=== design 1 ===
### M1 wires, design 1

Supply wires on this layer in grey.
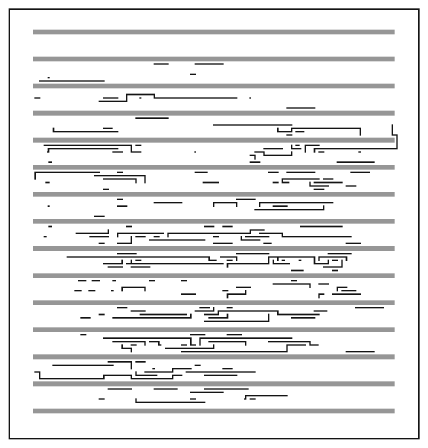

--- config.mk ---
export PLATFORM = sky130hd
export DESIGN_NAME = aoi_arb_flat
export DESIGN_NICKNAME = d
export VERILOG_FILES = /design/src/rtl/aoi_arb_pkg.sv /design/src/rtl/aoi_arb_if.sv /design/src/rtl/aoi_hold_cnt.sv /design/src/rtl/aoi_arb.sv /design/src/flat_wrapper.sv
export SDC_FILE = /design/constraint.sdc
export NUM_CORES = 1
export LEC_CHECK = 0
export ABC_AREA = 1
export ABC_CLOCK_PERIOD_IN_PS = 3500
export CORE_AREA = 2 2 39 41
export CTS_CLUSTER_SIZE = 40
export DETAILED_ROUTE_END_ITERATION = 6
export DIE_AREA = 0 0 41 43
export GPL_ROUTABILITY_DRIVEN = 0
export PLACE_DENSITY_LB_ADDON = 0.2
export SYNTH_ARGS = -nofsm -noshare
export SYNTH_HDL_FRONTEND = slang
export SYNTH_SLANG_ARGS = --single-unit
--- constraint.sdc ---
create_clock -name clk -period 3.5 [get_ports clk]
set_input_delay 0.875 -clock clk [delete_from_list [all_inputs] [get_ports clk]]
set_output_delay 0.875 -clock clk [all_outputs]
set_load 0.03 [all_outputs]
--- src/rtl/aoi_arb_pkg.sv ---
// aoi_arb_pkg: shared types and constants for the two-requester hold-limited arbiter.
//   state_e    : arbiter FSM state (IDLE, GNT_A, GNT_B)
//   req_id_e   : requester identity, used for the last_served record
//   MAX_HOLD_DEF / HOLD_W : default hold limit and hold counter width
package aoi_arb_pkg;

  typedef enum logic [1:0] {
    IDLE  = 2'd0,
    GNT_A = 2'd1,
    GNT_B = 2'd2
  } state_e;

  typedef enum logic {
    REQ_A = 1'b0,
    REQ_B = 1'b1
  } req_id_e;

  localparam int unsigned MAX_HOLD_DEF = 8;
  localparam int unsigned HOLD_W       = 4;

endpackage

--- src/rtl/aoi_arb_if.sv ---
// aoi_arb_if: request/grant bundle between requesters and the arbiter.
//   en, req_a, req_b, rel_a, rel_b : driven by the requester side (master)
//   gnt_a, gnt_b, busy, err        : driven by the arbiter (slave)
interface aoi_arb_if;

  logic en;
  logic req_a;
  logic req_b;
  logic rel_a;
  logic rel_b;
  logic gnt_a;
  logic gnt_b;
  logic busy;
  logic err;

  modport master (
    output en, req_a, req_b, rel_a, rel_b,
    input  gnt_a, gnt_b, busy, err
  );

  modport slave (
    input  en, req_a, req_b, rel_a, rel_b,
    output gnt_a, gnt_b, busy, err
  );

endinterface

--- src/rtl/aoi_hold_cnt.sv ---
// aoi_hold_cnt: counts consecutive grant cycles of the current owner.
//   clk, rst_n : clock, synchronous active-low reset
//   i_clr      : force count to 0 (highest priority)
//   i_load     : load 1 (first grant cycle)
//   i_inc      : add 1, saturating at the counter maximum
//   o_cnt      : current count
//   o_at_max   : count equals MAX_HOLD
module aoi_hold_cnt
  import aoi_arb_pkg::*;
#(
  parameter int unsigned MAX_HOLD = MAX_HOLD_DEF
) (
  input  logic              clk,
  input  logic              rst_n,
  input  logic              i_clr,
  input  logic              i_load,
  input  logic              i_inc,
  output logic [HOLD_W-1:0] o_cnt,
  output logic              o_at_max
);

  logic [HOLD_W-1:0] r_cnt;

  always_ff @(posedge clk) begin
    if (!rst_n) begin
      r_cnt <= '0;
    end else if (i_clr) begin
      r_cnt <= '0;
    end else if (i_load) begin
      r_cnt <= HOLD_W'(1);
    end else if (i_inc && (r_cnt != '1)) begin
      // Saturation is a backstop; the FSM revokes at MAX_HOLD long before.
      r_cnt <= r_cnt + HOLD_W'(1);
    end
  end

  assign o_cnt    = r_cnt;
  assign o_at_max = (r_cnt == HOLD_W'(MAX_HOLD));

endmodule

--- src/rtl/aoi_arb.sv ---
// aoi_arb: two-requester arbiter for a shared AND-OR resource.
//   clk, rst_n : clock, synchronous active-low reset
//   bus        : aoi_arb_if slave side (en/req/rel in, gnt/busy/err out)
// A tie in IDLE goes to the requester not served last. A grant ends on
// release, dropped request, disable, or after MAX_HOLD cycles (err pulse).
// Every grant is followed by at least one IDLE cycle.
module aoi_arb
  import aoi_arb_pkg::*;
#(
  parameter int unsigned MAX_HOLD = MAX_HOLD_DEF
) (
  input  logic         clk,
  input  logic         rst_n,
  aoi_arb_if.slave     bus
);

  state_e            r_state;
  state_e            w_state_d;
  req_id_e           r_last;
  req_id_e           w_last_d;
  req_id_e           w_pick;
  logic              r_gnt_a;
  logic              r_gnt_b;
  logic              r_busy;
  logic              r_err;
  logic              w_timeout;
  logic              w_clr;
  logic              w_load;
  logic              w_inc;
  logic              w_own_req;
  logic              w_own_rel;
  logic              w_at_max;
  logic [HOLD_W-1:0] w_hold_cnt;

  aoi_hold_cnt #(
    .MAX_HOLD (MAX_HOLD)
  ) u_hold_cnt (
    .clk      (clk),
    .rst_n    (rst_n),
    .i_clr    (w_clr),
    .i_load   (w_load),
    .i_inc    (w_inc),
    .o_cnt    (w_hold_cnt),
    .o_at_max (w_at_max)
  );

  // Request/release of whoever currently owns the grant; the other
  // requester's release is ignored.
  always_comb begin
    w_own_req = 1'b0;
    w_own_rel = 1'b0;
    if (r_state == GNT_A) begin
      w_own_req = bus.req_a;
      w_own_rel = bus.rel_a;
    end else if (r_state == GNT_B) begin
      w_own_req = bus.req_b;
      w_own_rel = bus.rel_b;
    end
  end

  always_comb begin
    w_state_d = r_state;
    w_last_d  = r_last;
    w_timeout = 1'b0;
    w_clr     = 1'b0;
    w_load    = 1'b0;
    w_inc     = 1'b0;
    w_pick    = REQ_A;
    if (bus.req_a && bus.req_b) begin
      w_pick = (r_last == REQ_B) ? REQ_A : REQ_B;
    end else if (!bus.req_a) begin
      w_pick = REQ_B;
    end
    unique case (r_state)
      IDLE: begin
        if (bus.en && (bus.req_a || bus.req_b)) begin
          w_state_d = (w_pick == REQ_A) ? GNT_A : GNT_B;
          w_last_d  = w_pick;
          w_load    = 1'b1;
        end else begin
          w_clr = 1'b1;
        end
      end
      GNT_A, GNT_B: begin
        // Disable and release win over the timeout, so no err in those cases.
        if (!bus.en || w_own_rel || !w_own_req) begin
          w_state_d = IDLE;
          w_clr     = 1'b1;
        end else if (w_at_max) begin
          w_state_d = IDLE;
          w_clr     = 1'b1;
          w_timeout = 1'b1;
        end else begin
          w_inc = 1'b1;
        end
      end
      default: begin
        w_state_d = IDLE;
        w_clr     = 1'b1;
      end
    endcase
  end

  always_ff @(posedge clk) begin
    if (!rst_n) begin
      r_state <= IDLE;
      r_last  <= REQ_B;
      r_gnt_a <= 1'b0;
      r_gnt_b <= 1'b0;
      r_busy  <= 1'b0;
      r_err   <= 1'b0;
    end else begin
      r_state <= w_state_d;
      r_last  <= w_last_d;
      r_gnt_a <= (w_state_d == GNT_A);
      r_gnt_b <= (w_state_d == GNT_B);
      r_busy  <= (w_state_d != IDLE);
      r_err   <= w_timeout;
    end
  end

  assign bus.gnt_a = r_gnt_a;
  assign bus.gnt_b = r_gnt_b;
  assign bus.busy  = r_busy;
  assign bus.err   = r_err;

  logic unused_hold_cnt;
  assign unused_hold_cnt = ^w_hold_cnt;

endmodule

--- src/flat_wrapper.sv ---
// flat-port wrapper written by rule: the top's interface ports become plain ports
module aoi_arb_flat import aoi_arb_pkg::*;
#(
  parameter int unsigned MAX_HOLD = MAX_HOLD_DEF
)
  (clk, rst_n, bus_en, bus_req_a, bus_req_b, bus_rel_a, bus_rel_b, bus_gnt_a, bus_gnt_b, bus_busy, bus_err);
  aoi_arb_if bus_i ();
  input  logic clk;
  input  logic rst_n;
  input wire logic [$bits(bus_i.en)-1:0] bus_en;
  input wire logic [$bits(bus_i.req_a)-1:0] bus_req_a;
  input wire logic [$bits(bus_i.req_b)-1:0] bus_req_b;
  input wire logic [$bits(bus_i.rel_a)-1:0] bus_rel_a;
  input wire logic [$bits(bus_i.rel_b)-1:0] bus_rel_b;
  output wire logic [$bits(bus_i.gnt_a)-1:0] bus_gnt_a;
  output wire logic [$bits(bus_i.gnt_b)-1:0] bus_gnt_b;
  output wire logic [$bits(bus_i.busy)-1:0] bus_busy;
  output wire logic [$bits(bus_i.err)-1:0] bus_err;
  assign bus_i.en = bus_en;
  assign bus_i.req_a = bus_req_a;
  assign bus_i.req_b = bus_req_b;
  assign bus_i.rel_a = bus_rel_a;
  assign bus_i.rel_b = bus_rel_b;
  assign bus_gnt_a = bus_i.gnt_a;
  assign bus_gnt_b = bus_i.gnt_b;
  assign bus_busy = bus_i.busy;
  assign bus_err = bus_i.err;
  aoi_arb #(.MAX_HOLD(MAX_HOLD)) u_core (.clk(clk), .rst_n(rst_n), .bus(bus_i));
endmodule
=== design 2 ===
**config.mk**
```make
export PLATFORM = sky130hd
export DESIGN_NAME = stp_word_sr
export DESIGN_NICKNAME = d
export VERILOG_FILES = /design/src/rtl/stp_word_sr.sv
export SDC_FILE = /design/constraint.sdc
export NUM_CORES = 1
export LEC_CHECK = 0
export ABC_CLOCK_PERIOD_IN_PS = 1900
export CORE_MARGIN = 2
export CORE_UTILIZATION = 44
export DETAILED_ROUTE_END_ITERATION = 10
export GPL_TIMING_DRIVEN = 0
export PLACE_DENSITY = 0.88
export SLEW_MARGIN = 20
export SYNTH_ARGS = -nofsm -noshare
export SYNTH_HDL_FRONTEND = slang
export SYNTH_SLANG_ARGS = --single-unit
```
**constraint.sdc**
```tcl
create_clock -name clk -period 1.9 [get_ports clk]
set_input_delay 0.19 -clock clk [delete_from_list [all_inputs] [get_ports clk]]
set_output_delay 0.19 -clock clk [all_outputs]
set_load 0.1 [all_outputs]
```
**src/rtl/stp_word_sr.sv**
```systemverilog
// Serial-to-parallel word assembler: shifts bits into a live register and hands
// each completed NUM_BITS word to a consumer through a valid/ready holding register.
module stp_word_sr #(
    parameter int NUM_BITS  = 8,
    parameter bit SHIFT_MSB = 1'b1
) (
    input  logic                        clk,
    input  logic                        n_rst,
    input  logic                        clear,
    input  logic                        shift_enable,
    input  logic                        serial_in,
    output logic [NUM_BITS-1:0]         parallel_out,
    output logic [$clog2(NUM_BITS)-1:0] bit_count,
    output logic [NUM_BITS-1:0]         word_out,
    output logic                        word_valid,
    input  logic                        word_ready,
    output logic                        overflow
);

    localparam int CW = $clog2(NUM_BITS);
    localparam logic [CW-1:0] LAST_BIT = CW'(NUM_BITS - 1);

    logic [NUM_BITS-1:0] parallel_reg;
    logic [NUM_BITS-1:0] shifted_next;
    logic [CW-1:0]       count_reg;
    logic [NUM_BITS-1:0] word_reg;
    logic                valid_reg;
    logic                overflow_reg;
    logic                complete;

    generate
        if (SHIFT_MSB) begin : g_shift_left
            assign shifted_next = {parallel_reg[NUM_BITS-2:0], serial_in};
        end else begin : g_shift_right
            assign shifted_next = {serial_in, parallel_reg[NUM_BITS-1:1]};
        end
    endgenerate

    // The word completes on the shift that carries the last bit; its value is the post-shift register.
    assign complete = shift_enable && (count_reg == LAST_BIT);

    always_ff @(posedge clk or negedge n_rst) begin
        if (!n_rst) begin
            parallel_reg <= '1;
            count_reg    <= '0;
            word_reg     <= '0;
            valid_reg    <= 1'b0;
            overflow_reg <= 1'b0;
        end else if (clear) begin
            parallel_reg <= '1;
            count_reg    <= '0;
            valid_reg    <= 1'b0;
            overflow_reg <= 1'b0;
        end else begin
            if (shift_enable) begin
                parallel_reg <= shifted_next;
                count_reg    <= complete ? '0 : count_reg + 1'b1;
            end
            // A consume on the completing edge frees the holding register for the new word.
            if (complete) begin
                if (!valid_reg || word_ready) begin
                    word_reg  <= shifted_next;
                    valid_reg <= 1'b1;
                end else begin
                    overflow_reg <= 1'b1;
                end
            end else if (valid_reg && word_ready) begin
                valid_reg <= 1'b0;
            end
        end
    end

    assign parallel_out = parallel_reg;
    assign bit_count    = count_reg;
    assign word_out     = word_reg;
    assign word_valid   = valid_reg;
    assign overflow     = overflow_reg;

endmodule

```

==> notes/layouts.md <==
Pictures saved along the way, in no particular order.

Selected gate families.
shot_01.png
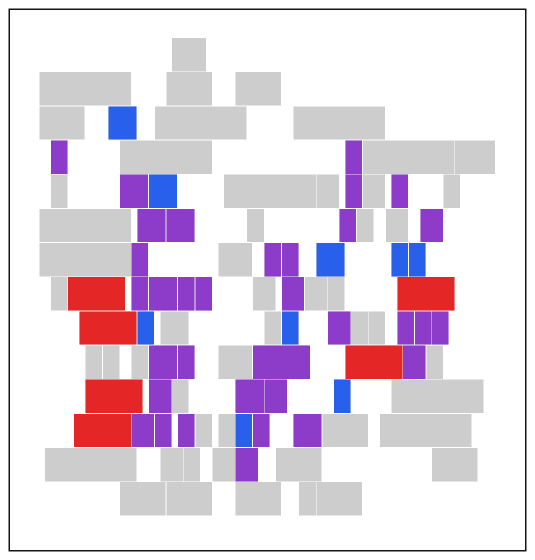
shot_02.png
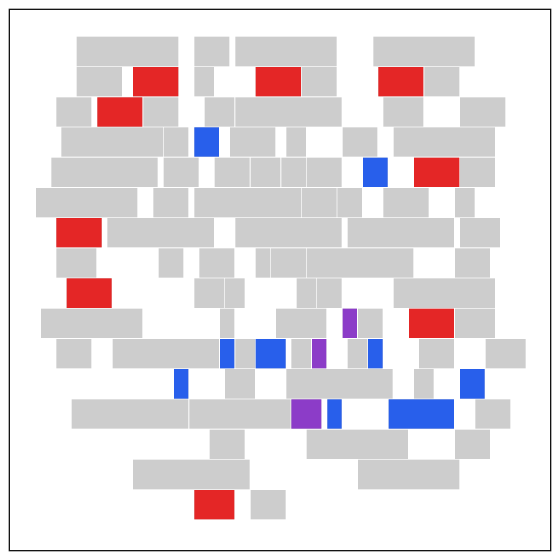
- shot_01.png = design 1
- shot_02.png = design 2

Key to shot_01.png:
Purple is nand cells, cells 34. Blue is nor cells, cells 9. Red is fa/ha/maj cells, cells 6.

### The clock network, design 1

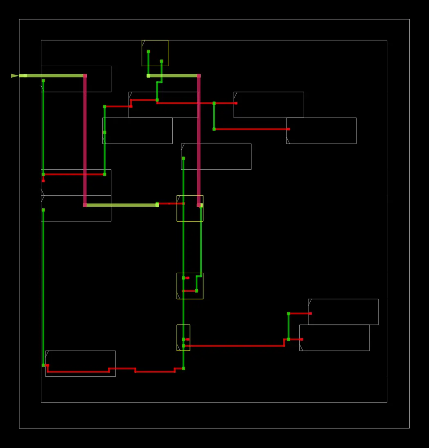
clock group power: 89.7 uW
tally of clock buffers in the finished layout: 4
clk sinks: 11
Setup Skew: 0.00816 ns
TritonCTS buffer count: 3

### The metal 2 layer, design 1

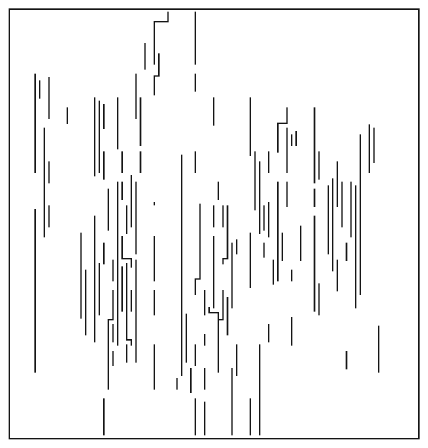
90 nets have wire on it. The layer carries 537 um of wire. The wires run mostly vertical.

Notes on 'M1 wires' of design 1 above:
105 nets have wire on it. The layer carries 494 um of wire.

==> impl_metrics.xml, design 1 <==
<?xml version="1.0" encoding="UTF-8"?>
<metrics>
  <group name="yosys">
    <metric name="ys_types" unit="">16</metric>
    <metric name="floorplan.nets" unit="">99</metric>
    <metric name="largest_logic_family" unit="">simple AND/OR/NAND/NOR gates</metric>
    <metric name="syn_area_per_cell" unit="um^2">7.14</metric>
  </group>
  <group name="setup_path">
    <metric name="timing.critical_path.from" unit="">u_core.bus.err</metric>
    <metric name="critical_path.cell_chain" unit="">clkdlybuf4s50_1</metric>
  </group>
  <group name="status">
    <metric name="outcome" unit="">finished clean</metric>
  </group>
  <group name="pwr">
    <metric name="power.switching" unit="uW">77.5</metric>
  </group>
  <group name="grt">
    <metric name="wire_length_of_the_first_global_routing_pass" unit="mm">1.93</metric>
  </group>
  <group name="layout">
    <metric name="post_route_core_utilization" unit="%">55.0</metric>
  </group>
  <group name="floorplanning">
    <metric name="fp_util" unit="%">44.4</metric>
  </group>
  <group name="clock_network">
    <metric name="clock_tree.root_cell" unit="">clkbuf_4</metric>
  </group>
  <group name="timing">
    <metric name="finalWorstSetupSlack" unit="ns">1.38</metric>
    <metric name="timing.hold.ws" unit="ns">0.459</metric>
  </group>
</metrics>
[design 1: power groups by stage]
stage	sequential (mW)	clock, mW	combinational [mW]
4_1_cts	0.135	0.0945	0.0506
2_1_floorplan	0.143	0	0.0267
3_3_place_gp	0.137	0	0.0505
6_report	0.135	0.0897	0.0499
3_5_place_dp	0.138	0	0.0504
5_1_grt	0.136	0.100	0.0565
[design 1: metal layers]
layer / track usage (%) / up-vias / share of wire, %
li1: - / 289 / -
met1: 19.9 / 245 / 45
met2: 24.4 / 5 / 49
met3: 4.71 / 4 / 2.6
met4: 10.0 / 0 / 2.5
met5: 0 / - / 0
[design 1: final cells by class]
| type | instances | area (um^2) | area share, % |
|---|---|---|---|
| Clock buffer | 4 | 26.3 | 3.45 |
| Inverter | 17 | 63.8 | 8.39 |
| Multi-Input combinational cell | 58 | 330 | 43.4 |
| Sequential cell | 11 | 220 | 28.9 |
| Tap cell | 16 | 20.0 | 2.63 |
| Timing Repair Buffer | 10 | 100 | 13.2 |
### M1 wires, design 2

Supply wires on this layer in grey.
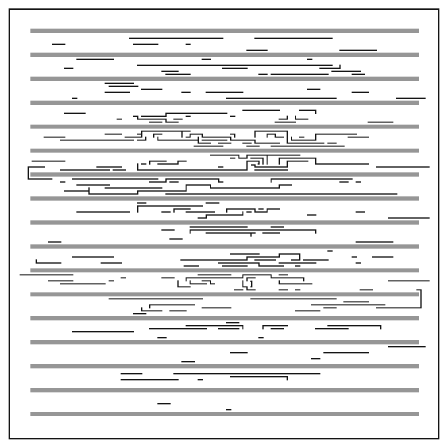
The layer carries 758 um of wire. The longest straight run is 26.2 um. The wires run mostly horizontal.

### The clock network, design 2

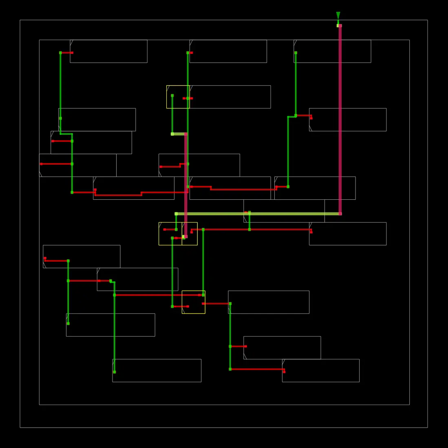
TritonCTS buffer count: 3
Setup Skew: 0.00471 ns
clock group power: 214 uW
insertion delay to the later sink of the worst-skew pair: 0.30 ns

==> impl_metrics.xml, design 2 <==
<?xml version="1.0" encoding="UTF-8"?>
<metrics>
  <group name="status">
    <metric name="outcome" unit="">finished clean</metric>
  </group>
  <group name="layout">
    <metric name="layout.area.seq" unit="um^2">544</metric>
    <metric name="layout-drive-gt1-share" unit="%">35.8</metric>
  </group>
  <group name="grt">
    <metric name="maximum_number_of_pins_on_one_net_before_global_route_repair" unit="">22</metric>
  </group>
  <group name="setup_path">
    <metric name="critPathMaxStageDelay" unit="ns">0.86</metric>
    <metric name="timing.reg2reg.setup_slack" unit="ns">0.16</metric>
  </group>
  <group name="route">
    <metric name="wl_met1" unit="um">757</metric>
    <metric name="met2RoutedLength" unit="um">920</metric>
    <metric name="drtIter0Drc" unit="">13</metric>
  </group>
  <group name="timing">
    <metric name="report.final.setup_viol" unit="">0</metric>
  </group>
  <group name="place">
    <metric name="dpl_worst_slack" unit="ns">-0.00915</metric>
  </group>
  <group name="pwr">
    <metric name="total_design_power" unit="uW">897</metric>
  </group>
  <group name="yosys">
    <metric name="synthAdderAreaFrac" unit="%">2.86</metric>
  </group>
  <group name="clock_network">
    <metric name="clkSinkCount" unit="">21</metric>
  </group>
</metrics>
## design 2: synthesized netlist by cell type, drive strengths merged
library cell,count
inv,1
nor3,1
mux2i,1
nor3b,1
a31oi,1
a21oi,3
and2b,1
nand3b,1
nor2,4
and2,5
mux2,8
a211o,8
dfstp,8
clkbuf,1
ha,2
buf,1
nand2,2
nor2b,3
dfrtp,13
## design 2: stage by stage
step | setup TNS [ns] | util [%]
2_1_floorplan | 0 | -
3_3_place_gp | -0.0154 | 62.0
3_5_place_dp | -0.0435 | 62.0
4_1_cts | 0 | 62.8
5_1_grt | 0 | 61.8
6_report | 0 | 61.8
## design 2: cells by family (layout without fill, tap and decap cells)
| family | after synthesis | count (layout) |
|---|---|---|
| AOI/OAI and AO/OA | 12 | 12 |
| adders and majority gates | 2 | 2 |
| buffers and inverters | 3 | 33 |
| DFF | 21 | 21 |
| muxes | 9 | 9 |
| and+or+nand+nor | 18 | 18 |
## design 2: where the power goes
part | internal, mW | total (mW) | switching, mW
sequential | 0.472 | 0.487 | 0.0147
clock | 0.0785 | 0.214 | 0.135
combinational | 0.0442 | 0.195 | 0.151

Power figures rest on the tool's default switching activity, not on a simulated workload.
